=== design 1 ===
### Power grid, design 1

Scale bar: 50 um. Pins as bars on the die edge.
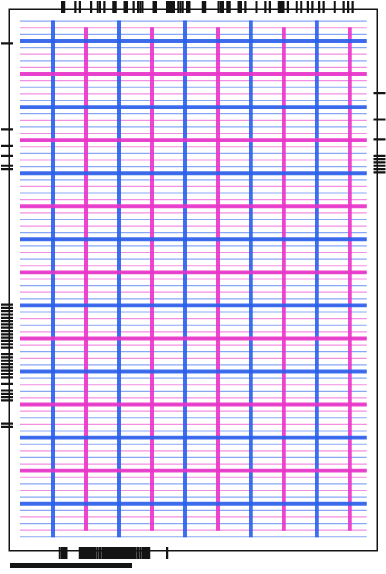
[src/rtl/mult_div_pkg.sv]
// Shared types and constants for the iterative signed multiply/divide unit.
package mult_div_pkg;

    typedef enum logic [1:0] {IDLE, RUN, FIX, DONE} state_t;

    localparam logic MULT = 1'b0;
    localparam logic DIV  = 1'b1;

    localparam int ITER_DEFAULT = 32;

    function automatic logic [31:0] neg32(input logic [31:0] v);
        return ~v + 32'd1;
    endfunction

    function automatic logic [63:0] neg64(input logic [63:0] v);
        return ~v + 64'd1;
    endfunction

    // |-2^31| comes out as 0x80000000, which is exact when read as unsigned.
    function automatic logic [31:0] mag32(input logic [31:0] v);
        return v[31] ? neg32(v) : v;
    endfunction

endpackage

[src/rtl/mult_div_unit.sv]
// Iterative signed MULT/DIV: one shared 64-bit shift register and 33-bit adder,
// sequenced by a start/done handshake; results land in HI/LO.
//
// state | meaning
// IDLE  | waiting for start; operands, signs and op latched on accept
// RUN   | one multiplier/quotient bit per cycle, ITER cycles
// FIX   | apply result signs, write hi/lo
// DONE  | done pulse for one cycle
module mult_div_unit
    import mult_div_pkg::*;
#(
    parameter int ITER = ITER_DEFAULT
) (
    input  logic        clk,
    input  logic        reset,
    input  logic        start,
    input  logic        op,
    input  logic [31:0] a,
    input  logic [31:0] b,
    output logic        busy,
    output logic        done,
    output logic [31:0] hi,
    output logic [31:0] lo,
    output logic        div_zero
);

    localparam int CNT_W = $clog2(ITER);

    state_t             state_q, state_d;
    logic               op_q, op_d;
    logic               sign_hi_q, sign_hi_d;
    logic               sign_lo_q, sign_lo_d;
    logic [CNT_W-1:0]   cnt_q, cnt_d;
    logic [31:0]        opnd_q, opnd_d;
    logic [63:0]        acc_q, acc_d;
    logic [31:0]        hi_q, hi_d;
    logic [31:0]        lo_q, lo_d;
    logic               dz_q, dz_d;

    logic [32:0]        op_x, op_y, sum;
    logic               sub;
    logic [63:0]        step_acc;
    logic [63:0]        prod_signed;

    // MULT adds the multiplicand into the upper word; DIV trial-subtracts the
    // divisor from the remainder shifted left by one dividend bit.
    always_comb begin
        sub  = (op_q == DIV);
        op_y = {1'b0, opnd_q};
        op_x = sub ? {acc_q[63:32], acc_q[31]} : {1'b0, acc_q[63:32]};
        sum  = op_x + (sub ? ~op_y : op_y) + {32'd0, sub};
        if (sub)
            step_acc = {(sum[32] ? op_x[31:0] : sum[31:0]), acc_q[30:0], ~sum[32]};
        else
            step_acc = {(acc_q[0] ? sum : op_x), acc_q[31:1]};
    end

    assign prod_signed = sign_lo_q ? neg64(acc_q) : acc_q;

    always_comb begin
        state_d   = state_q;
        op_d      = op_q;
        sign_hi_d = sign_hi_q;
        sign_lo_d = sign_lo_q;
        cnt_d     = cnt_q;
        opnd_d    = opnd_q;
        acc_d     = acc_q;
        hi_d      = hi_q;
        lo_d      = lo_q;
        dz_d      = dz_q;
        unique case (state_q)
            IDLE: begin
                if (start) begin
                    op_d      = op;
                    sign_lo_d = a[31] ^ b[31];
                    sign_hi_d = (op == DIV) ? a[31] : (a[31] ^ b[31]);
                    cnt_d     = '0;
                    dz_d      = (op == DIV) && (b == 32'd0);
                    opnd_d    = (op == DIV) ? mag32(b) : mag32(a);
                    acc_d     = {32'd0, (op == DIV) ? mag32(a) : mag32(b)};
                    state_d   = ((op == DIV) && (b == 32'd0)) ? DONE : RUN;
                end
            end
            RUN: begin
                acc_d = step_acc;
                cnt_d = cnt_q + CNT_W'(1);
                if (cnt_q == CNT_W'(ITER - 1))
                    state_d = FIX;
            end
            FIX: begin
                if (op_q == DIV) begin
                    lo_d = sign_lo_q ? neg32(acc_q[31:0])  : acc_q[31:0];
                    hi_d = sign_hi_q ? neg32(acc_q[63:32]) : acc_q[63:32];
                end else begin
                    lo_d = prod_signed[31:0];
                    hi_d = prod_signed[63:32];
                end
                state_d = DONE;
            end
            DONE: begin
                state_d = IDLE;
            end
            default: begin
                state_d = IDLE;
            end
        endcase
    end

    always_ff @(posedge clk or posedge reset) begin
        if (reset) begin
            state_q   <= IDLE;
            op_q      <= MULT;
            sign_hi_q <= 1'b0;
            sign_lo_q <= 1'b0;
            cnt_q     <= '0;
            opnd_q    <= '0;
            acc_q     <= '0;
            hi_q      <= '0;
            lo_q      <= '0;
            dz_q      <= 1'b0;
        end else begin
            state_q   <= state_d;
            op_q      <= op_d;
            sign_hi_q <= sign_hi_d;
            sign_lo_q <= sign_lo_d;
            cnt_q     <= cnt_d;
            opnd_q    <= opnd_d;
            acc_q     <= acc_d;
            hi_q      <= hi_d;
            lo_q      <= lo_d;
            dz_q      <= dz_d;
        end
    end

    assign busy     = (state_q == RUN) || (state_q == FIX);
    assign done     = (state_q == DONE);
    assign hi       = hi_q;
    assign lo       = lo_q;
    assign div_zero = dz_q;

endmodule

[config.mk]
export PLATFORM = sky130hd
export DESIGN_NAME = mult_div_unit
export DESIGN_NICKNAME = d
export VERILOG_FILES = /design/src/rtl/mult_div_pkg.sv /design/src/rtl/mult_div_unit.sv
export SDC_FILE = /design/constraint.sdc
export NUM_CORES = 1
export LEC_CHECK = 0
export CAP_MARGIN = 20
export CORE_ASPECT_RATIO = 1.5
export CORE_MARGIN = 4
export CORE_UTILIZATION = 45
export CTS_CLUSTER_DIAMETER = 80
export DETAILED_ROUTE_END_ITERATION = 8
export GPL_TIMING_DRIVEN = 0
export PLACE_DENSITY = 0.64
export SLEW_MARGIN = 20
export SYNTH_ARGS = -nofsm -noshare
export SYNTH_HDL_FRONTEND = slang
export SYNTH_SLANG_ARGS = --single-unit
[constraint.sdc]
create_clock -name clk -period 16.4 [get_ports clk]
set_input_delay 4.92 -clock clk [delete_from_list [all_inputs] [get_ports clk]]
set_output_delay 4.92 -clock clk [all_outputs]
set_load 0.02 [all_outputs]
==> impl_metrics.env <==
# implementation run metrics
export IMPL_synth_cells=1701
export IMPL_share_seq_of_total_power_pct=18.7
export IMPL_htree_levels=4
export IMPL_tightestPinTransition_ns=1.01
export IMPL_topCellsByArea="dfrtp_1, a21oi_1, xor2_1, nor2_1, mux2_2"
export IMPL_comb_cells=1362
export IMPL_n_fill_cell=2978
export IMPL_final_area_um2=16200
export IMPL_status="complete, no violations"
export IMPL_numCtsBuffers=17
export IMPL_layout_nonclk_buf_share_pct=11.6
export IMPL_drc_errors=0
export IMPL_sh_seq_area_pct=26.4
export IMPL_period_used_pct=49.1
export IMPL_comb_share_pct=54.5
export IMPL_met2WireLength_um=25200
export IMPL_synth_area_um2=13800
export IMPL_syn2layout_area_growth_pct=17.8
export IMPL_wl_met3_um=1810
export IMPL_edf_count=0
export IMPL_drv_slew=0
## Picture notes: 'Power grid' of design 1
Key: VDD = magenta; VSS = blue
135 signal pins sit on the boundary. 79 met1 rails follow the rows.

state kept, by name (all words and copies together) (netlist names):
| signal | flops |
|---|---|
| cnt_q | 5 |
| acc_q | 64 |
| lo | 32 |
| sign_hi_q | 1 |
| opnd_q | 32 |
| state_q | 2 |
| sign_lo_q | 1 |
| op_q | 1 |
| hi | 32 |
| div_zero | 1 |
stage by stage:
step	setup slack (ns)	hold WS, ns	total power, mW	std cells
floorplan	6.85	0.459	2.78	1701
global placement	4.42	0.479	3.71	2233
detailed placement	8.05	0.486	3.74	2234
CTS	8.51	0.501	4.17	2265
global route	8.31	0.527	4.49	2265
finish	8.35	0.501	4.20	2265

=== design 2 ===
### Power grid, design 2

Scale bar: 50 um. Pins as bars on the die edge.
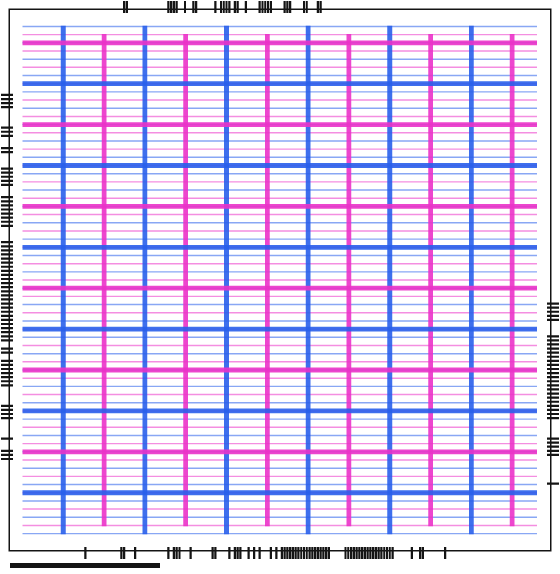
### Routed metal, one colour a layer, design 2

Two of the layers only.
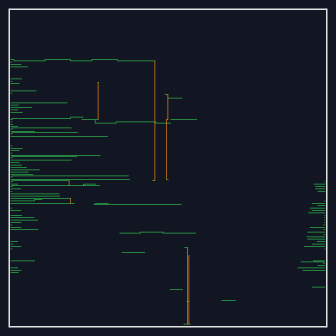
### Placement by cell class, design 2

Scale bar: 50 um.
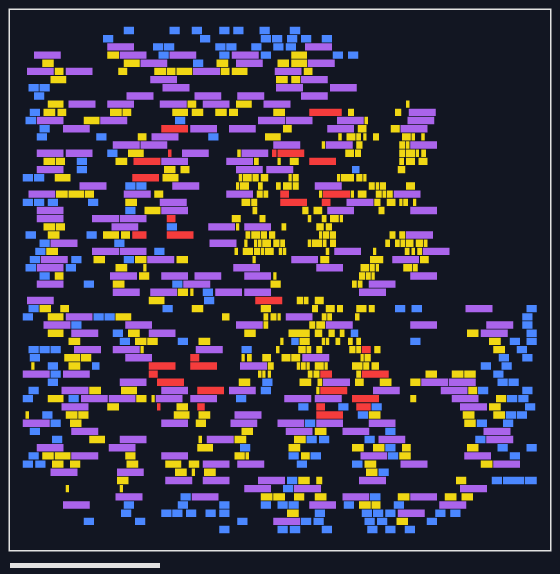
$ cat config.mk
export PLATFORM = sky130hd
export DESIGN_NAME = softmax_config_master
export DESIGN_NICKNAME = d
export VERILOG_FILES = /design/src/rtl/softmax_cfg_pkg.sv /design/src/rtl/softmax_config_master.sv
export SDC_FILE = /design/constraint.sdc
export NUM_CORES = 1
export LEC_CHECK = 0
export ABC_CLOCK_PERIOD_IN_PS = 5300
export CORE_MARGIN = 4
export CORE_UTILIZATION = 26
export DETAILED_ROUTE_END_ITERATION = 10
export PLACE_DENSITY_LB_ADDON = 0.1
export SYNTH_ARGS = -nofsm -noshare
export SYNTH_HDL_FRONTEND = slang
export SYNTH_SLANG_ARGS = --single-unit
$ cat constraint.sdc
create_clock -name clk -period 5.3 [get_ports clk]
set_input_delay 0.53 -clock clk [delete_from_list [all_inputs] [get_ports clk]]
set_output_delay 0.53 -clock clk [all_outputs]
set_load 0.02 [all_outputs]
$ cat src/rtl/softmax_cfg_pkg.sv
// Shared constants and FSM state type for the softmax configuration master.
package softmax_cfg_pkg;

    localparam logic [5:0] ADDR_RADDR  = 6'h00;
    localparam logic [5:0] ADDR_WADDR  = 6'h01;
    localparam logic [5:0] ADDR_IOLEN  = 6'h02;
    localparam logic [5:0] ADDR_END    = 6'h20;
    localparam logic [5:0] ADDR_STATUS = 6'h21;
    localparam logic [5:0] ADDR_TIME   = 6'h22;
    localparam logic [5:0] ADDR_CHECK  = 6'h3F;

    localparam logic [31:0] CHECK_WORD = 32'hF0F0F0F0;

    typedef enum logic [3:0] {
        IDLE,
        CHK_A,
        CHK_R,
        W_RADDR,
        W_WADDR,
        W_IOLEN,
        W_END0,
        W_END1,
        W_END2,
        POLL_A,
        POLL_R,
        GAP,
        TIME_A,
        TIME_R,
        FIN
    } state_t;

    // Status word: bit0 = core finished, bit1 = core still running.
    function automatic logic core_finished(input logic [1:0] status);
        return status[0] && !status[1];
    endfunction

endpackage

$ cat src/rtl/softmax_config_master.sv
// Drives one softmax job through softmax_config: id check, parameter writes, end-flag pulse, status poll, time read.
// Optional poll timeout enabled by defining SOFTMAX_CFG_TIMEOUT_EN.
module softmax_config_master
    import softmax_cfg_pkg::*;
#(
    parameter int unsigned AW       = 12,
    parameter int unsigned DW       = 32,
    parameter int unsigned CW       = 6,
    parameter int unsigned POLL_GAP = 16,
    parameter int unsigned TIMEOUT  = 32'd1_000_000
) (
    input  logic          clk,
    input  logic          rst_n,
    input  logic          start,
    input  logic [DW-1:0] raddr,
    input  logic [DW-1:0] waddr,
    input  logic [AW-1:0] iolen,
    output logic          busy,
    output logic          done,
    output logic          err,
    output logic [31:0]   time_cost,
    output logic          config_ena,
    output logic [CW-1:0] config_addr,
    output logic [DW-1:0] config_wdata,
    input  logic [DW-1:0] config_rdata
);

    state_t        state;
    state_t        state_next;

    logic [DW-1:0] raddr_q;
    logic [DW-1:0] waddr_q;
    logic [AW-1:0] iolen_q;
    logic [31:0]   gap_cnt;

    logic          ena_next;
    logic [CW-1:0] addr_next;
    logic [DW-1:0] wdata_next;

    logic          accept;
    logic          in_poll;
    logic          check_ok;
    logic          status_ok;
    logic          gap_last;
    logic          poll_abort;

    assign accept    = (state == IDLE) && start;
    assign in_poll   = (state == POLL_A) || (state == POLL_R) || (state == GAP);
    assign check_ok  = (config_rdata == DW'(CHECK_WORD));
    assign status_ok = core_finished(config_rdata[1:0]);
    assign gap_last  = (gap_cnt == '0);

    assign busy = (state != IDLE);
    assign done = (state == FIN);

    // Degenerate parameter values leave an elaboration marker.
    if (POLL_GAP == 0 || TIMEOUT == 0) begin : g_bad_params
    end

`ifdef SOFTMAX_CFG_TIMEOUT_EN
    logic [31:0] to_cnt;
    logic        timeout_hit;

    assign timeout_hit = in_poll && (to_cnt == TIMEOUT - 32'd1);
    // A completed poll on the final budgeted cycle still wins over the abort.
    assign poll_abort  = timeout_hit && !((state == POLL_R) && status_ok);

    always_ff @(posedge clk or negedge rst_n) begin
        if (!rst_n) begin
            to_cnt <= '0;
        end else if (accept) begin
            to_cnt <= '0;
        end else if (in_poll) begin
            to_cnt <= to_cnt + 32'd1;
        end
    end
`else
    assign poll_abort = 1'b0;
`endif

    always_ff @(posedge clk or negedge rst_n) begin
        if (!rst_n) begin
            state <= IDLE;
        end else begin
            state <= state_next;
        end
    end

    always_comb begin
        state_next = state;
        case (state)
            IDLE:    if (start) state_next = CHK_A;
            CHK_A:   state_next = CHK_R;
            CHK_R:   state_next = check_ok ? W_RADDR : FIN;
            W_RADDR: state_next = W_WADDR;
            W_WADDR: state_next = W_IOLEN;
            W_IOLEN: state_next = W_END0;
            W_END0:  state_next = W_END1;
            W_END1:  state_next = W_END2;
            W_END2:  state_next = POLL_A;
            POLL_A:  state_next = POLL_R;
            POLL_R:  state_next = status_ok ? TIME_A : GAP;
            GAP:     state_next = gap_last ? POLL_A : GAP;
            TIME_A:  state_next = TIME_R;
            TIME_R:  state_next = FIN;
            FIN:     state_next = IDLE;
            default: state_next = IDLE;
        endcase
        if (poll_abort) state_next = FIN;
    end

    // Bus outputs are decoded from the upcoming state and registered, so they line up with it.
    always_comb begin
        ena_next   = 1'b0;
        addr_next  = '0;
        wdata_next = '0;
        case (state_next)
            CHK_A, CHK_R: begin
                addr_next = CW'(ADDR_CHECK);
            end
            W_RADDR: begin
                ena_next   = 1'b1;
                addr_next  = CW'(ADDR_RADDR);
                wdata_next = raddr_q;
            end
            W_WADDR: begin
                ena_next   = 1'b1;
                addr_next  = CW'(ADDR_WADDR);
                wdata_next = waddr_q;
            end
            W_IOLEN: begin
                ena_next   = 1'b1;
                addr_next  = CW'(ADDR_IOLEN);
                wdata_next = DW'(iolen_q);
            end
            W_END0, W_END2: begin
                ena_next   = 1'b1;
                addr_next  = CW'(ADDR_END);
            end
            W_END1: begin
                ena_next   = 1'b1;
                addr_next  = CW'(ADDR_END);
                wdata_next = DW'(1);
            end
            POLL_A, POLL_R, GAP: begin
                addr_next = CW'(ADDR_STATUS);
            end
            TIME_A, TIME_R: begin
                addr_next = CW'(ADDR_TIME);
            end
            default: begin
                addr_next = '0;
            end
        endcase
    end

    always_ff @(posedge clk or negedge rst_n) begin
        if (!rst_n) begin
            config_ena   <= 1'b0;
            config_addr  <= '0;
            config_wdata <= '0;
        end else begin
            config_ena   <= ena_next;
            config_addr  <= addr_next;
            config_wdata <= wdata_next;
        end
    end

    always_ff @(posedge clk or negedge rst_n) begin
        if (!rst_n) begin
            raddr_q   <= '0;
            waddr_q   <= '0;
            iolen_q   <= '0;
            err       <= 1'b0;
            time_cost <= '0;
            gap_cnt   <= '0;
        end else begin
            if (accept) begin
                raddr_q <= raddr;
                waddr_q <= waddr;
                iolen_q <= iolen;
                err     <= 1'b0;
            end
            if ((state == CHK_R) && !check_ok) begin
                err <= 1'b1;
            end
            if (state == TIME_R) begin
                time_cost <= config_rdata[31:0];
            end
            if (poll_abort) begin
                err       <= 1'b1;
                time_cost <= '1;
            end
            if (state == POLL_R) begin
                gap_cnt <= POLL_GAP - 32'd1;
            end else if ((state == GAP) && !gap_last) begin
                gap_cnt <= gap_cnt - 32'd1;
            end
        end
    end

endmodule

==> impl_metrics.env <==
# implementation run metrics
export IMPL_fin_util_pct=36.2
export IMPL_final_cell_mix="clkdlybuf4s50_1, dfrtp_1, mux2_2, nor2_1, mux2_4"
export IMPL_ff2ff_setup_slack_ns=1.83
export IMPL_dominant_cells="flip-flops and latches"
export IMPL_yosysTopAreaCell="dfrtp_1"
export IMPL_tightestPinTransition_ns=1.17
export IMPL_finalSetupViolCount=0
export IMPL_dpl_worst_slack_ns=1.32
export IMPL_grt_pass1_wl_um=31400
export IMPL_finalHoldViolCount=0
export IMPL_regArea_um2=4550
export IMPL_layout_nonclk_buf_share_pct=18.1
export IMPL_post_cts_setup_buffers=0
export IMPL_avgViaCountPerCell=4.52
export IMPL_status="complete, no violations"
export IMPL_setup_ws_ns=1.73
export IMPL_ctsHoldBuffers=0
export IMPL_max_stage_delay_ns=0.69
## Picture notes: 'Power grid' of design 2
Key: VSS = blue; VDD = magenta
185 signal pins sit on the boundary. 12 straps on met5.
VDD IR max: 0.259 mV
Die X: 180 um

## Picture notes: 'Routed metal, one colour a layer' of design 2
Key: M3 = green [wire length 1460 um]; M4 = orange [wire length 228 um]

## Picture notes: 'Placement by cell class' of design 2
Key: registers = purple [cells 182]; remaining buffers and delay cells = blue [cells 189]; remaining logic cells = yellow [cells 357]; clock drivers and dummy loads = red [cells 32]

[power by group]
group | total, mW | internal, mW | switching, mW | leakage [nW]
Combinational | 2.13 | 1.20 | 0.933 | 2.04
Sequential | 2.24 | 1.92 | 0.319 | 2.27
Clock | 1.25 | 0.684 | 0.563 | 0.281
Total | 5.61 | 3.80 | 1.81 | 4.60
[sequential cells by signal, indices dropped and copies added, names as in the netlist]
name	flops
err	1
config_wdata	32
iolen_q	12
time_cost	32
config_addr	4
state	4
config_ena	1
raddr_q	32
waddr_q	32
gap_cnt	32

=== design 3 ===
### Power grid, design 3

Scale bar: 20 um. Pins as bars on the die edge.
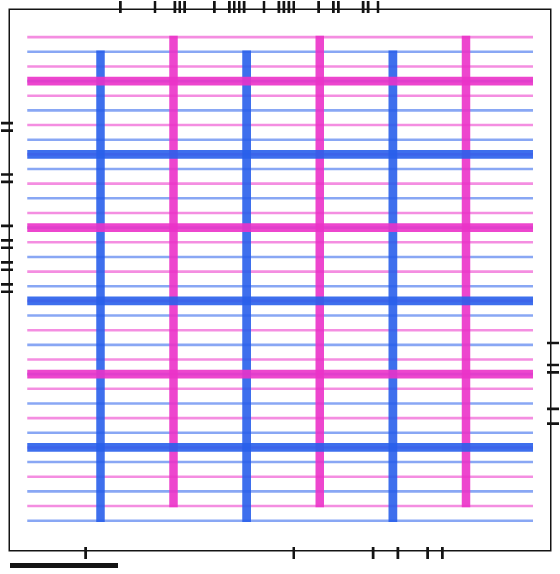
### Placement by cell class, design 3

Scale bar: 20 um.
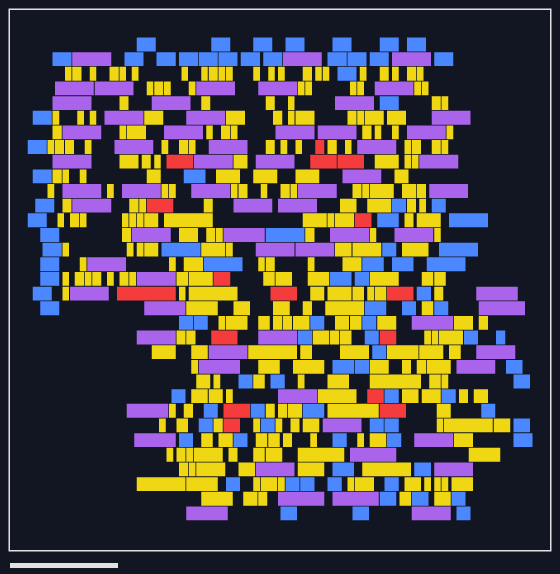
--- src/rtl/debug_dump_tx.sv ---
// Register-file dump engine: walks the debug read select over 0..NUM_REGS-1, captures
// each 32-bit word and sends it MSB byte first as 8N1 UART frames on tx.
// Optional feature macro: DEBUG_DUMP_HEADER_EN adds a 0xA5 sync byte at the start of the
// dump and an index byte ahead of each register's four data bytes.
module debug_dump_tx #(
  parameter int unsigned CLKS_PER_BIT = 434,
  parameter int unsigned NUM_REGS     = 32
) (
  input  logic        clk,
  input  logic        reset,
  input  logic        start,
  input  logic [31:0] Debug_out,
  output logic [4:0]  Debug_Source_select,
  output logic        tx,
  output logic        busy,
  output logic        done
);

  localparam int unsigned BaudW = (CLKS_PER_BIT > 1) ? $clog2(CLKS_PER_BIT) : 1;
  localparam logic [BaudW-1:0] BaudLast = BaudW'(CLKS_PER_BIT - 1);
  localparam logic [4:0] LastIdx = 5'(NUM_REGS - 1);

`ifdef DEBUG_DUMP_HEADER_EN
  localparam logic       HeaderEn = 1'b1;
  localparam logic [2:0] LastByte = 3'd4;  // index byte + 4 data bytes
`else
  localparam logic       HeaderEn = 1'b0;
  localparam logic [2:0] LastByte = 3'd3;
`endif

  typedef enum logic [2:0] {
    StIdle,
    StSelect,
    StCapture,
    StStartBit,
    StDataBits,
    StStopBit,
    StNext,
    StDone
  } state_e;

  state_e state_q, state_d;
  logic [BaudW-1:0] baud_q, baud_d;
  logic [2:0]  bit_q, bit_d;
  logic [2:0]  byte_cnt_q, byte_cnt_d;
  logic [4:0]  index_q, index_d;
  logic [4:0]  sel_q, sel_d;
  logic [31:0] word_q, word_d;
  logic [7:0]  shreg_q, shreg_d;
  logic        sync_q, sync_d;
  logic        tx_q, tx_d;
  logic        busy_q, busy_d;
  logic        done_q, done_d;

  logic [1:0]  data_sel;
  logic [7:0]  word_byte;
  logic [7:0]  next_byte;
  logic        bit_end;

  assign bit_end = (baud_q == BaudLast);

  // Byte to be sent in the frame that is currently in its start bit.
  always_comb begin
`ifdef DEBUG_DUMP_HEADER_EN
    data_sel = 2'(byte_cnt_q - 3'd1);
`else
    data_sel = byte_cnt_q[1:0];
`endif
    unique case (data_sel)
      2'd0:    word_byte = word_q[31:24];
      2'd1:    word_byte = word_q[23:16];
      2'd2:    word_byte = word_q[15:8];
      default: word_byte = word_q[7:0];
    endcase
`ifdef DEBUG_DUMP_HEADER_EN
    if (sync_q) begin
      next_byte = 8'hA5;
    end else if (byte_cnt_q == 3'd0) begin
      next_byte = {3'b000, index_q};
    end else begin
      next_byte = word_byte;
    end
`else
    next_byte = word_byte;
`endif
  end

  // Next-state logic; tx/busy/done are computed here and registered so no input reaches them
  // combinationally.
  always_comb begin
    state_d    = state_q;
    baud_d     = baud_q;
    bit_d      = bit_q;
    byte_cnt_d = byte_cnt_q;
    index_d    = index_q;
    sel_d      = sel_q;
    word_d     = word_q;
    shreg_d    = shreg_q;
    sync_d     = sync_q;
    tx_d       = tx_q;

    unique case (state_q)
      StIdle: begin
        tx_d = 1'b1;
        if (start) begin
          state_d = StSelect;
          index_d = 5'd0;
          sel_d   = 5'd0;
          sync_d  = HeaderEn;
        end
      end
      // Select is already driven during this cycle, so the register file output is valid now.
      StSelect: begin
        word_d  = Debug_out;
        state_d = StCapture;
      end
      StCapture: begin
        byte_cnt_d = 3'd0;
        baud_d     = '0;
        tx_d       = 1'b0;
        state_d    = StStartBit;
      end
      StStartBit: begin
        if (bit_end) begin
          baud_d  = '0;
          bit_d   = 3'd0;
          shreg_d = next_byte;
          tx_d    = next_byte[0];
          state_d = StDataBits;
        end else begin
          baud_d = baud_q + 1'b1;
        end
      end
      StDataBits: begin
        if (bit_end) begin
          baud_d = '0;
          if (bit_q == 3'd7) begin
            tx_d    = 1'b1;
            state_d = StStopBit;
          end else begin
            bit_d   = bit_q + 3'd1;
            shreg_d = {shreg_q[0], shreg_q[7:1]};
            tx_d    = shreg_q[1];
          end
        end else begin
          baud_d = baud_q + 1'b1;
        end
      end
      StStopBit: begin
        if (bit_end) begin
          baud_d = '0;
          if (sync_q) begin
            // Sync byte does not consume a byte slot of the register.
            sync_d  = 1'b0;
            tx_d    = 1'b0;
            state_d = StStartBit;
          end else if (byte_cnt_q < LastByte) begin
            byte_cnt_d = byte_cnt_q + 3'd1;
            tx_d       = 1'b0;
            state_d    = StStartBit;
          end else begin
            state_d = StNext;
          end
        end else begin
          baud_d = baud_q + 1'b1;
        end
      end
      StNext: begin
        if (index_q == LastIdx) begin
          state_d = StDone;
        end else begin
          index_d = index_q + 5'd1;
          sel_d   = index_q + 5'd1;
          state_d = StSelect;
        end
      end
      StDone: begin
        state_d = StIdle;
      end
      default: begin
        state_d = StIdle;
        tx_d    = 1'b1;
      end
    endcase

    busy_d = (state_d != StIdle);
    done_d = (state_d == StDone);
  end

  // State and datapath registers with synchronous reset.
  always_ff @(posedge clk) begin
    if (reset) begin
      state_q    <= StIdle;
      baud_q     <= '0;
      bit_q      <= 3'd0;
      byte_cnt_q <= 3'd0;
      index_q    <= 5'd0;
      sel_q      <= 5'd0;
      word_q     <= 32'd0;
      shreg_q    <= 8'd0;
      sync_q     <= 1'b0;
      tx_q       <= 1'b1;
      busy_q     <= 1'b0;
      done_q     <= 1'b0;
    end else begin
      state_q    <= state_d;
      baud_q     <= baud_d;
      bit_q      <= bit_d;
      byte_cnt_q <= byte_cnt_d;
      index_q    <= index_d;
      sel_q      <= sel_d;
      word_q     <= word_d;
      shreg_q    <= shreg_d;
      sync_q     <= sync_d;
      tx_q       <= tx_d;
      busy_q     <= busy_d;
      done_q     <= done_d;
    end
  end

  assign Debug_Source_select = sel_q;
  assign tx                  = tx_q;
  assign busy                = busy_q;
  assign done                = done_q;

endmodule
--- config.mk ---
export PLATFORM = sky130hd
export DESIGN_NAME = debug_dump_tx
export DESIGN_NICKNAME = d
export VERILOG_FILES = /design/src/rtl/debug_dump_tx.sv
export SDC_FILE = /design/constraint.sdc
export NUM_CORES = 1
export LEC_CHECK = 0
export CORE_MARGIN = 3
export CORE_UTILIZATION = 35
export DETAILED_ROUTE_END_ITERATION = 10
export PLACE_DENSITY = 0.59
export SYNTH_ARGS = -nofsm -noshare
export SYNTH_HDL_FRONTEND = slang
export SYNTH_SLANG_ARGS = --single-unit
--- constraint.sdc ---
create_clock -name clk -period 1.7 [get_ports clk]
set_clock_uncertainty 0.15 [all_clocks]
set_input_delay 0.34 -clock clk [delete_from_list [all_inputs] [get_ports clk]]
set_output_delay 0.34 -clock clk [all_outputs]
set_load 0.02 [all_outputs]
==> impl_metrics.env <==
# implementation run metrics
export IMPL_finalHoldViolCount=0
export IMPL_wire_per_inst_um=14.2
export IMPL_critPathLaunch="Debug_Source_select[1]$_SDFFE_PP0P_"
export IMPL_power_switching_mw=0.915
export IMPL_status="finished with violations"
export IMPL_period_used_pct=108
export IMPL_ys_top_logic_family="simple AND/OR/NAND/NOR gates"
export IMPL_tritoncts="built"
export IMPL_die_w_um=100
export IMPL_share_seq_of_total_power_pct=47.9
export IMPL_place_hpwl_um=5430
export IMPL_ctsHoldBuffers=0
export IMPL_drc_errors=0
export IMPL_xor_share_pct=1.13
export IMPL_synthArstFlopShare_pct=0
export IMPL_die_y_um=100
export IMPL_design_power_total_mw=3.42
export IMPL_ys_flop_type="dfxtp_1"
export IMPL_port_buffers=42
export IMPL_setup_ws_ns=-0.134
export IMPL_synthDistinctLibCells=55
export IMPL_use_met3_pct=3.75
export IMPL_violations="setup timing"
export IMPL_post_place_cells=549
export IMPL_gp_congestion=0.784
export IMPL_finalSetupViolCount=26
export IMPL_crit_required_ns=1.79
Notes on 'Power grid' of design 3 above:
Key: VSS = blue; VDD = magenta
6 straps on met4. 43 signal pins sit on the boundary. 6 straps on met5. 34 met1 rails follow the rows.

Notes on 'Placement by cell class' of design 3 above:
Key: registers = purple [cells 66]; clock drivers and dummy loads = red [cells 16]; remaining buffers and delay cells = blue [cells 96]; remaining logic cells = yellow [cells 287]
flop share of the area: 29.2%
Core ar.: 8420 um2
Std-Cell Rows: 33
Final Core Density: 54.7%
post-route cell area: 4600 um2

-- area by class of cell --
| type | instances | area share (%) |
|---|---|---|
| Sequential cell | 66 | 29.2 |
| Multi-Input combinational cell | 282 | 43.1 |
| Clock buffer | 9 | 2.69 |
| Tap cell | 105 | 2.85 |
| Clock inverter | 7 | 1.71 |
| Inverter | 5 | 0.408 |
| Timing Repair Buffer | 96 | 20.0 |
-- registers in the layout, summed over array words and instances (netlist names) --
signal / cells
Debug_Source_select: 5
baud_q: 9
bit_q: 3
busy: 1
byte_cnt_q: 3
done: 1
shreg_q: 8
state_q: 3
tx: 1
word_q: 32

=== design 4 ===
### Power grid, design 4

Scale bar: 50 um. Pins as bars on the die edge.
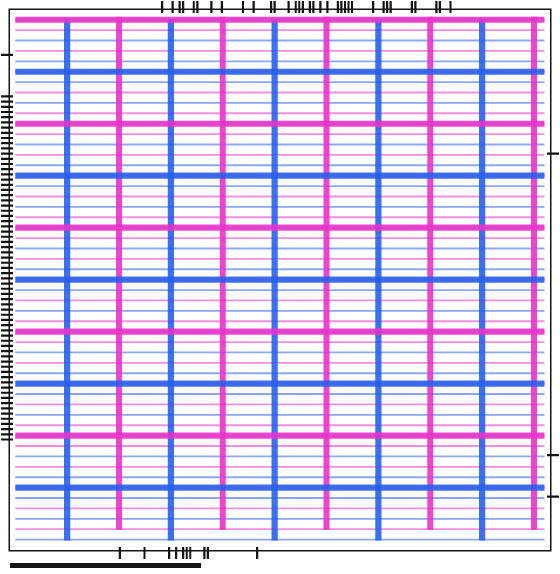
### Placement by cell class, design 4

Scale bar: 50 um.
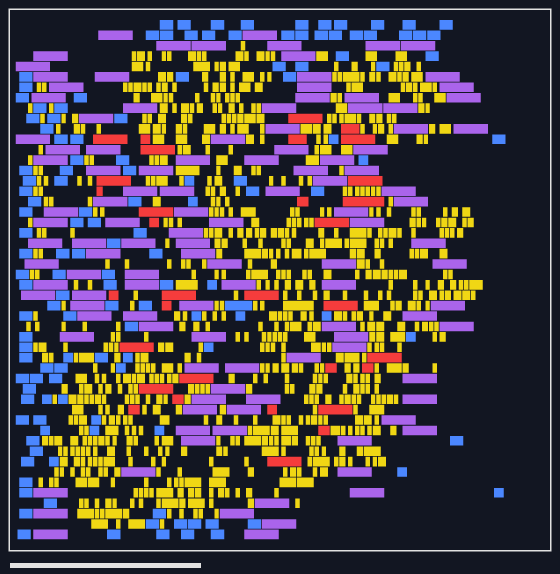
**src/rtl/switch_pkg.sv**
```systemverilog
// Shared switch definitions: header field layout, block geometry and framer state encoding.
package switch_pkg;

  // Header word field positions
  localparam int LEN_LSB  = 0;
  localparam int LEN_MSB  = 15;
  localparam int DEST_LSB = 16;
  localparam int DEST_MSB = 17;

  // Ingress block geometry and largest packet that fits a 6-bit block count
  localparam int BLOCK_BYTES = 32;
  localparam int BLOCK_WORDS = 8;
  localparam int MAX_LEN     = 2016;

  typedef logic [1:0] port_id_t;

  typedef enum logic [2:0] {
    ST_IDLE  = 3'd0,
    ST_BODY  = 3'd1,
    ST_PAD   = 3'd2,
    ST_DRAIN = 3'd3,
    ST_DROP  = 3'd4
  } framer_state_e;

  // ceil(len / 2**sh), widened by one bit so len=0xFFFF cannot wrap
  function automatic logic [16:0] ceil_shift(input logic [15:0] len, input int unsigned sh);
    logic [16:0] round_s;
    round_s = (17'd1 << sh) - 17'd1;
    return ({1'b0, len} + round_s) >> sh;
  endfunction

endpackage

```
**src/rtl/sat_counter.sv**
```systemverilog
// Saturating event counter: increments on inc and holds at all-ones instead of wrapping.
module sat_counter #(
  parameter int W = 16
) (
  input  logic         clk,
  input  logic         rst_n,
  input  logic         inc,
  output logic [W-1:0] count
);

  logic at_max_s;

  assign at_max_s = (count == {W{1'b1}});

  // Count register; a pending increment at the maximum value is absorbed
  always_ff @(posedge clk or negedge rst_n) begin
    if (!rst_n) begin
      count <= {W{1'b0}};
    end else if (inc && !at_max_s) begin
      count <= count + W'(1);
    end else begin
      count <= count;
    end
  end

endmodule

```
**src/rtl/ingress_framer.sv**
```systemverilog
// Ingress framer: parses the header word, admits or drops the packet against the
// ingress free-block count, and re-emits admitted packets padded to whole blocks.
module ingress_framer #(
  parameter int DATA_WIDTH  = 32,
  parameter int BLOCK_WORDS = switch_pkg::BLOCK_WORDS,
  parameter int MAX_LEN     = switch_pkg::MAX_LEN,
  parameter int FREE_W      = 10,
  parameter int CNT_W       = 16
) (
  input  logic                  clk,
  input  logic                  rst_n,
  input  logic [DATA_WIDTH-1:0] s_data,
  input  logic                  s_valid,
  input  logic                  s_last,
  output logic                  s_ready,
  input  logic [FREE_W-1:0]     free_blocks,
  output logic [DATA_WIDTH-1:0] packet_out,
  output logic                  write_en,
  output logic                  new_packet_en,
  output logic [1:0]            dest_port,
  output logic [CNT_W-1:0]      drop_cnt,
  output logic [CNT_W-1:0]      err_cnt
);

  import switch_pkg::*;

  // Byte shift for one block and word shift for one block
  localparam int unsigned BLK_BYTE_SH = $clog2(BLOCK_WORDS * 4);
  localparam int unsigned BLK_WORD_SH = $clog2(BLOCK_WORDS);

  framer_state_e state_r, state_n;

  logic [16:0]           out_cnt_r, out_cnt_n;
  logic [16:0]           words_r, words_n;
  logic [16:0]           total_r, total_n;
  port_id_t              dest_r, dest_n;
  logic [DATA_WIDTH-1:0] pkt_r, pkt_n;
  logic                  we_r, we_n;
  logic                  npe_r, npe_n;
  logic                  ready_r, ready_n;

  logic        accept_s;
  logic [15:0] len_s;
  logic [16:0] blocks_s;
  logic [16:0] words_s;
  logic [16:0] total_s;
  logic        len_bad_s;
  logic        no_room_s;
  logic [16:0] cnt_inc_s;
  logic        drop_inc_s;
  logic        err_inc_s;

  assign accept_s  = s_valid && ready_r;
  assign len_s     = s_data[LEN_MSB:LEN_LSB];
  assign blocks_s  = ceil_shift(len_s, BLK_BYTE_SH);
  assign words_s   = ceil_shift(len_s, 32'd2);
  assign total_s   = blocks_s << BLK_WORD_SH;
  assign len_bad_s = (len_s == 16'd0) || ({1'b0, len_s} > 17'(MAX_LEN));
  assign no_room_s = blocks_s > 17'(free_blocks);
  assign cnt_inc_s = out_cnt_r + 17'd1;

  // Next-state and next-output decode for the framing FSM
  always_comb begin
    state_n    = state_r;
    out_cnt_n  = out_cnt_r;
    words_n    = words_r;
    total_n    = total_r;
    dest_n     = dest_r;
    pkt_n      = {DATA_WIDTH{1'b0}};
    we_n       = 1'b0;
    npe_n      = 1'b0;
    drop_inc_s = 1'b0;
    err_inc_s  = 1'b0;

    case (state_r)
      ST_IDLE: begin
        if (accept_s) begin
          if (len_bad_s || no_room_s) begin
            drop_inc_s = 1'b1;
            state_n    = s_last ? ST_IDLE : ST_DROP;
          end else begin
            pkt_n     = s_data;
            we_n      = 1'b1;
            npe_n     = 1'b1;
            dest_n    = s_data[DEST_MSB:DEST_LSB];
            words_n   = words_s;
            total_n   = total_s;
            out_cnt_n = 17'd1;
            if (words_s == 17'd1) begin
              if (s_last) begin
                state_n = (total_s == 17'd1) ? ST_IDLE : ST_PAD;
              end else begin
                // Header-only length but more words follow: discard the rest
                state_n   = ST_DRAIN;
                err_inc_s = 1'b1;
              end
            end else begin
              state_n = ST_BODY;
            end
          end
        end else begin
          state_n = ST_IDLE;
        end
      end

      ST_BODY: begin
        if (accept_s) begin
          pkt_n     = s_data;
          we_n      = 1'b1;
          out_cnt_n = cnt_inc_s;
          if (cnt_inc_s == words_r) begin
            if (s_last) begin
              state_n = (cnt_inc_s < total_r) ? ST_PAD : ST_IDLE;
            end else begin
              // Declared length reached, sender still going: truncate
              err_inc_s = 1'b1;
              state_n   = ST_DRAIN;
            end
          end else if (s_last) begin
            // Short packet: padding still fills the allocated blocks
            err_inc_s = 1'b1;
            state_n   = ST_PAD;
          end else begin
            state_n = ST_BODY;
          end
        end else begin
          state_n = ST_BODY;
        end
      end

      ST_PAD: begin
        we_n      = 1'b1;
        out_cnt_n = cnt_inc_s;
        if (cnt_inc_s >= total_r) begin
          state_n = ST_IDLE;
        end else begin
          state_n = ST_PAD;
        end
      end

      ST_DRAIN, ST_DROP: begin
        if (accept_s && s_last) begin
          state_n = ST_IDLE;
        end else begin
          state_n = state_r;
        end
      end

      default: begin
        state_n = ST_IDLE;
      end
    endcase
  end

  // Ready is registered from the next state so it is low only while padding
  always_comb begin
    ready_n = (state_n != ST_PAD);
  end

  // State, datapath and registered outputs; reset abandons any packet in flight
  always_ff @(posedge clk or negedge rst_n) begin
    if (!rst_n) begin
      state_r   <= ST_IDLE;
      out_cnt_r <= 17'd0;
      words_r   <= 17'd0;
      total_r   <= 17'd0;
      dest_r    <= 2'd0;
      pkt_r     <= {DATA_WIDTH{1'b0}};
      we_r      <= 1'b0;
      npe_r     <= 1'b0;
      ready_r   <= 1'b0;
    end else begin
      state_r   <= state_n;
      out_cnt_r <= out_cnt_n;
      words_r   <= words_n;
      total_r   <= total_n;
      dest_r    <= dest_n;
      pkt_r     <= pkt_n;
      we_r      <= we_n;
      npe_r     <= npe_n;
      ready_r   <= ready_n;
    end
  end

  assign s_ready       = ready_r;
  assign packet_out    = pkt_r;
  assign write_en      = we_r;
  assign new_packet_en = npe_r;
  assign dest_port     = dest_r;

  sat_counter #(.W(CNT_W)) u_drop_cnt (
    .clk   (clk),
    .rst_n (rst_n),
    .inc   (drop_inc_s),
    .count (drop_cnt)
  );

  sat_counter #(.W(CNT_W)) u_err_cnt (
    .clk   (clk),
    .rst_n (rst_n),
    .inc   (err_inc_s),
    .count (err_cnt)
  );

endmodule

```
**config.mk**
```make
export PLATFORM = sky130hd
export DESIGN_NAME = ingress_framer
export DESIGN_NICKNAME = d
export VERILOG_FILES = /design/src/rtl/switch_pkg.sv /design/src/rtl/sat_counter.sv /design/src/rtl/ingress_framer.sv
export SDC_FILE = /design/constraint.sdc
export NUM_CORES = 1
export LEC_CHECK = 0
export ABC_AREA = 1
export CORE_MARGIN = 1
export CORE_UTILIZATION = 35
export DETAILED_ROUTE_END_ITERATION = 16
export SLEW_MARGIN = 5
export SYNTH_ARGS = -nofsm -noshare
export SYNTH_HDL_FRONTEND = slang
export SYNTH_SLANG_ARGS = --single-unit
```
**constraint.sdc**
```tcl
create_clock -name clk -period 4.1 [get_ports clk]
set_clock_uncertainty 0.2 [all_clocks]
set_input_delay 0.615 -clock clk [delete_from_list [all_inputs] [get_ports clk]]
set_output_delay 0.615 -clock clk [all_outputs]
set_load 0.03 [all_outputs]
```
==> impl_metrics.env <==
# implementation run metrics
export IMPL_status="complete, no violations"
export IMPL_ys_top_logic_family="simple AND/OR/NAND/NOR gates"
export IMPL_cap_violations=0
export IMPL_critPathLaunch="s_data[6]"
export IMPL_path_buffers=6
export IMPL_wirelength_met1_um=8200
export IMPL_diodes=0
export IMPL_rr_worst_depth=15
export IMPL_port_buffers=114
export IMPL_antenna_found_initial=0
export IMPL_endpoint_kind="flip-flop"
export IMPL_post_place_cells=1288
export IMPL_hold_class="primary input to asynchronous set/reset pin"
export IMPL_fp_utilization_pct=36.0
export IMPL_grt_use_met2_pct=30.1
export IMPL_tritoncts="built"
export IMPL_synth_compound_area_share_pct=4.88
export IMPL_min_period_ns=3.62
export IMPL_period_used_pct=88.4
export IMPL_xor_share_pct=5.11
export IMPL_synth_cells=908
export IMPL_slew_headroom_pct=44.2
Notes on 'Power grid' of design 4 above:
Key: VDD = magenta; VSS = blue
51 met1 rails follow the rows. 10 straps on met5. 10 straps on met4.

Notes on 'Placement by cell class' of design 4 above:
Key: remaining buffers and delay cells = blue [cells 136]; remaining logic cells = yellow [cells 776]; registers = purple [cells 116]; clock drivers and dummy loads = red [cells 32]
Std-Cell Rows: 50
Final Core Density: 47.3%

[synth_stat cells (all sizes together)]
| library cell | number |
|---|---|
| xnor3 | 1 |
| dfrtp | 116 |
| o211ai | 2 |
| buf | 12 |
| nand2 | 266 |
| o21ai | 34 |
| nand4 | 36 |
| xnor2 | 12 |
| xor2 | 25 |
| o31ai | 1 |
| a21oi | 13 |
| nor2 | 113 |
| clkbuf | 4 |
| inv | 153 |
| nor4 | 3 |
| nand3 | 62 |
| nand3b | 2 |
| nor3 | 17 |
| o22ai | 9 |
| ha | 26 |
| a31oi | 1 |

=== design 5 ===
`src/rtl/pd_lf_pkg.sv`:
```
// Shared constants for the carrier-recovery phase detector / loop filter.
package pd_lf_pkg;

    typedef enum logic {
        PD_MODE_BPSK = 1'b0,
        PD_MODE_QPSK = 1'b1
    } pd_mode_e;

    // Slot positions counted back from the end of the update period.
    localparam int unsigned INT_SLOT_OFS = 4;
    localparam int unsigned OUT_SLOT_OFS = 3;

endpackage

```
`src/rtl/sat_add.sv`:
```
// Signed W-bit adder with saturation to the W-bit range and a clamp indicator.
module sat_add #(
    parameter int unsigned W = 34
) (
    input  logic signed [W-1:0] a,
    input  logic signed [W-1:0] b,
    output logic signed [W-1:0] sum_c,
    output logic                clamp_c
);

    logic signed [W:0] full_c;

    always_comb begin
        full_c  = {a[W-1], a} + {b[W-1], b};
        clamp_c = (full_c[W] != full_c[W-1]);
        sum_c   = full_c[W-1:0];
        // Top two bits disagree: overflow, clamp toward the true sign.
        if (clamp_c) begin
            sum_c = full_c[W] ? {1'b1, {(W-1){1'b0}}} : {1'b0, {(W-1){1'b1}}};
        end
    end

endmodule

```
`src/rtl/pd_loop_filter_mp.sv`:
```
// BPSK/QPSK phase detector feeding a second-order loop filter that emits one
// saturated frequency word per 2^PERIOD_W clocks for the NCO.
module pd_loop_filter_mp
    import pd_lf_pkg::*;
#(
    parameter int unsigned DW       = 28,
    parameter int unsigned OW       = 34,
    parameter int unsigned PERIOD_W = 4,
    parameter int unsigned SHIFT_W  = 5
) (
    input  logic                clk,
    input  logic                rst,
    input  logic signed [DW-1:0] di,
    input  logic signed [DW-1:0] dq,
    input  logic                mode,
    input  logic [SHIFT_W-1:0]  k1_shift,
    input  logic [SHIFT_W-1:0]  k2_shift,
    input  logic                hold,
    input  logic                clear_int,
    output logic signed [OW-1:0] frequency_df,
    output logic                freq_vld,
    output logic                sat_flag
);

    localparam int unsigned PDW = DW + 2;
    localparam logic [PERIOD_W-1:0] INT_SLOT = PERIOD_W'((1 << PERIOD_W) - INT_SLOT_OFS);
    localparam logic [PERIOD_W-1:0] OUT_SLOT = PERIOD_W'((1 << PERIOD_W) - OUT_SLOT_OFS);

    logic signed [PDW-1:0] pd;
    logic [PERIOD_W-1:0]   cnt;
    logic signed [OW-1:0]  integ;

    logic signed [PDW-1:0] di_x_c, dq_x_c, si_c, sq_c, pd_next_c;
    logic signed [OW-1:0]  pd_ext_c, int_inc_c, prop_c, int_sum_c, out_sum_c;
    logic                  int_clamp_c, out_clamp_c, int_slot_c, out_slot_c, int_upd_c;

    // Detector: widened before negation so -2^(DW-1) cannot wrap.
    always_comb begin
        di_x_c    = PDW'(di);
        dq_x_c    = PDW'(dq);
        si_c      = di[DW-1] ? -dq_x_c : dq_x_c;
        sq_c      = dq[DW-1] ? -di_x_c : di_x_c;
        pd_next_c = (mode == PD_MODE_QPSK) ? (si_c - sq_c) : si_c;
    end

    // Gain shifts are arithmetic, so large shifts settle at 0 or -1.
    always_comb begin
        pd_ext_c   = OW'(pd);
        int_inc_c  = pd_ext_c >>> k1_shift;
        prop_c     = pd_ext_c >>> k2_shift;
        int_slot_c = (cnt == INT_SLOT);
        out_slot_c = (cnt == OUT_SLOT);
        int_upd_c  = int_slot_c && !hold;
    end

    sat_add #(.W(OW)) u_int_add (
        .a       (integ),
        .b       (int_inc_c),
        .sum_c   (int_sum_c),
        .clamp_c (int_clamp_c)
    );

    sat_add #(.W(OW)) u_out_add (
        .a       (integ),
        .b       (prop_c),
        .sum_c   (out_sum_c),
        .clamp_c (out_clamp_c)
    );

    always_ff @(posedge clk or negedge rst) begin
        if (!rst) begin
            pd           <= '0;
            cnt          <= '0;
            integ        <= '0;
            frequency_df <= '0;
            freq_vld     <= 1'b0;
            sat_flag     <= 1'b0;
        end else begin
            pd       <= pd_next_c;
            cnt      <= cnt + PERIOD_W'(1);
            freq_vld <= out_slot_c;
            if (out_slot_c) begin
                frequency_df <= out_sum_c;
            end
            if (clear_int) begin
                integ <= '0;
            end else if (int_upd_c) begin
                integ <= int_sum_c;
            end
            // Clear wins over any clamp seen in the same cycle.
            if (clear_int) begin
                sat_flag <= 1'b0;
            end else if ((int_upd_c && int_clamp_c) || (out_slot_c && out_clamp_c)) begin
                sat_flag <= 1'b1;
            end
        end
    end

endmodule

```
`config.mk`:
```
export PLATFORM = sky130hd
export DESIGN_NAME = pd_loop_filter_mp
export DESIGN_NICKNAME = d
export VERILOG_FILES = /design/src/rtl/pd_lf_pkg.sv /design/src/rtl/sat_add.sv /design/src/rtl/pd_loop_filter_mp.sv
export SDC_FILE = /design/constraint.sdc
export NUM_CORES = 1
export LEC_CHECK = 0
export ABC_AREA = 1
export CAP_MARGIN = 10
export CORE_MARGIN = 5
export CORE_UTILIZATION = 42
export DETAILED_ROUTE_END_ITERATION = 8
export SETUP_SLACK_MARGIN = 0.4
export SLEW_MARGIN = 40
export SYNTH_ARGS = -nofsm -noshare
export SYNTH_HDL_FRONTEND = slang
export SYNTH_SLANG_ARGS = --single-unit
```
`constraint.sdc`:
```
create_clock -name clk -period 5.73 [get_ports clk]
set_input_delay 1.4325 -clock clk [delete_from_list [all_inputs] [get_ports clk]]
set_output_delay 1.4325 -clock clk [all_outputs]
set_load 0.02 [all_outputs]
```
==> impl_metrics.env <==
# implementation run metrics
export IMPL_grt_ovfl_total=0
export IMPL_clk_pin_slew_ns=0.08
export IMPL_cap_violations=0
export IMPL_drtIter0Drc=994
export IMPL_cp_slowest_cell="o21ai_0"
export IMPL_clk_share_pct=1.95
export IMPL_edf_count=0
export IMPL_status="complete, no violations"
export IMPL_syn2layout_area_growth_pct=15.1
export IMPL_yosysTopAreaCellShare_pct=18.5
export IMPL_fp_utilization_pct=42.3
export IMPL_chip_area_um2=37300
export IMPL_port_buffers=106
export IMPL_wirelength_met1_um=19800
export IMPL_yosys_mux_area_fraction_pct=3.77
export IMPL_crit_type="primary input to flip-flop"
export IMPL_top_layer="met4"
export IMPL_min_period_ns=5.02
export IMPL_hold_class="flip-flop to flip-flop"
export IMPL_gp_congestion=0.994
export IMPL_fin_skew_ns=0.0128
export IMPL_cp_endpoint="integ[25]$_DFFE_PN0P_"
export IMPL_comb_cells=1856
export IMPL_ant_nets=0
export IMPL_antenna_found_initial=0
export IMPL_synth_top_cell_by_count="nand2_1"
export IMPL_seq_cell_count=104
export IMPL_postSynthAreaPerCell_um2=6.23
## per-layer routing
layer  up-vias  track usage [%]
li1       7681                -
met1      6978             30.4
met2       391             47.7
met5         -                0
met3        83             2.39
met4         0             9.45
## state kept, by name, indices dropped and copies added (netlist names)
signal        cells
cnt               4
pd               30
integ            34
freq_vld          1
frequency_df     34
sat_flag          1
## where the power goes
part / internal (mW) / leakage, nW / switching (mW)
Combinational: 0.877 / 6.47 / 1.28
Clock: 0.350 / 0.152 / 0.335
Sequential: 0.902 / 1.31 / 0.139
Total: 2.13 / 7.93 / 1.75
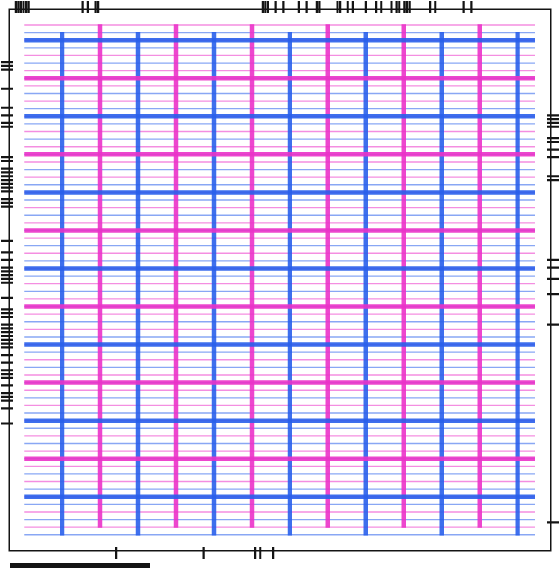
*Power grid, design 5*
Scale bar: 50 um. Pins as bars on the die edge.
Key: VDD = magenta; VSS = blue
13 straps on met5. 13 straps on met4. 107 signal pins sit on the boundary.
Core ar.: 33300 um2
VDD IR max: 0.151 mV
Die X: 193 um
Die H: 193 um

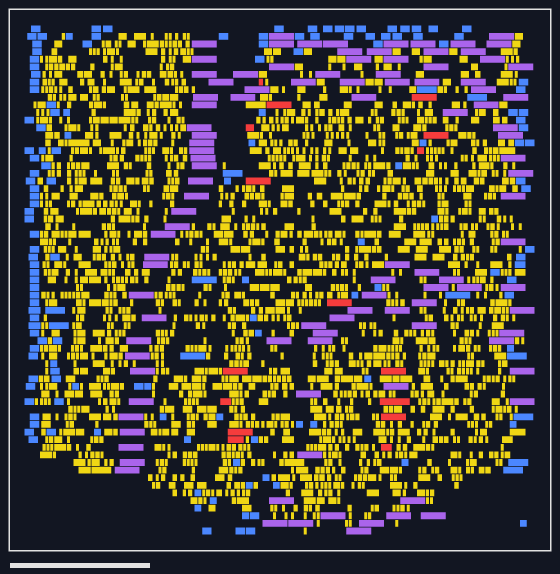
*Placement by cell class, design 5*
Scale bar: 50 um.
Key: clock drivers and dummy loads = red [cells 16]; registers = purple [cells 104]; remaining logic cells = yellow [cells 2071]; remaining buffers and delay cells = blue [cells 157]
Final Core Density: 48.7%
post-route cell area: 16200 um2



==> notes/layouts.md <==
Pictures saved along the way, in no particular order.

Routed metal, one colour a layer.
Two of the layers only.
image #1
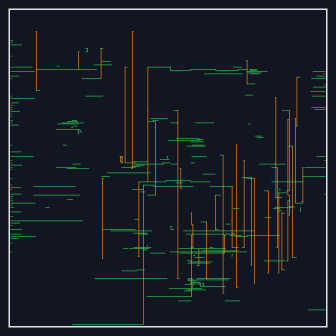
image #2
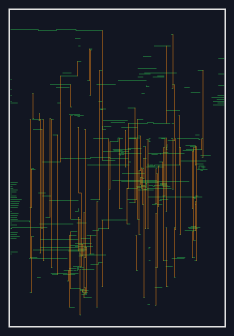
image #3
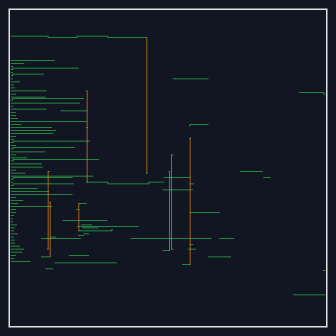
image #4
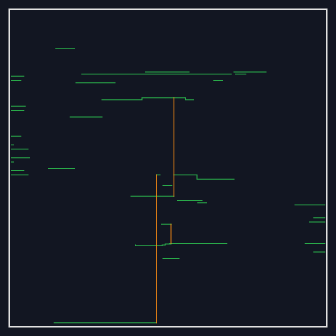
Of these, least wire: image #4
image #3: design 4
image #1: design 5
image #2: design 1
image #4: design 3

Key to image #3:
Key: M4 = orange [wire length 307 um]; M3 = green [wire length 1120 um]

Power and IR drop assume default switching activity.
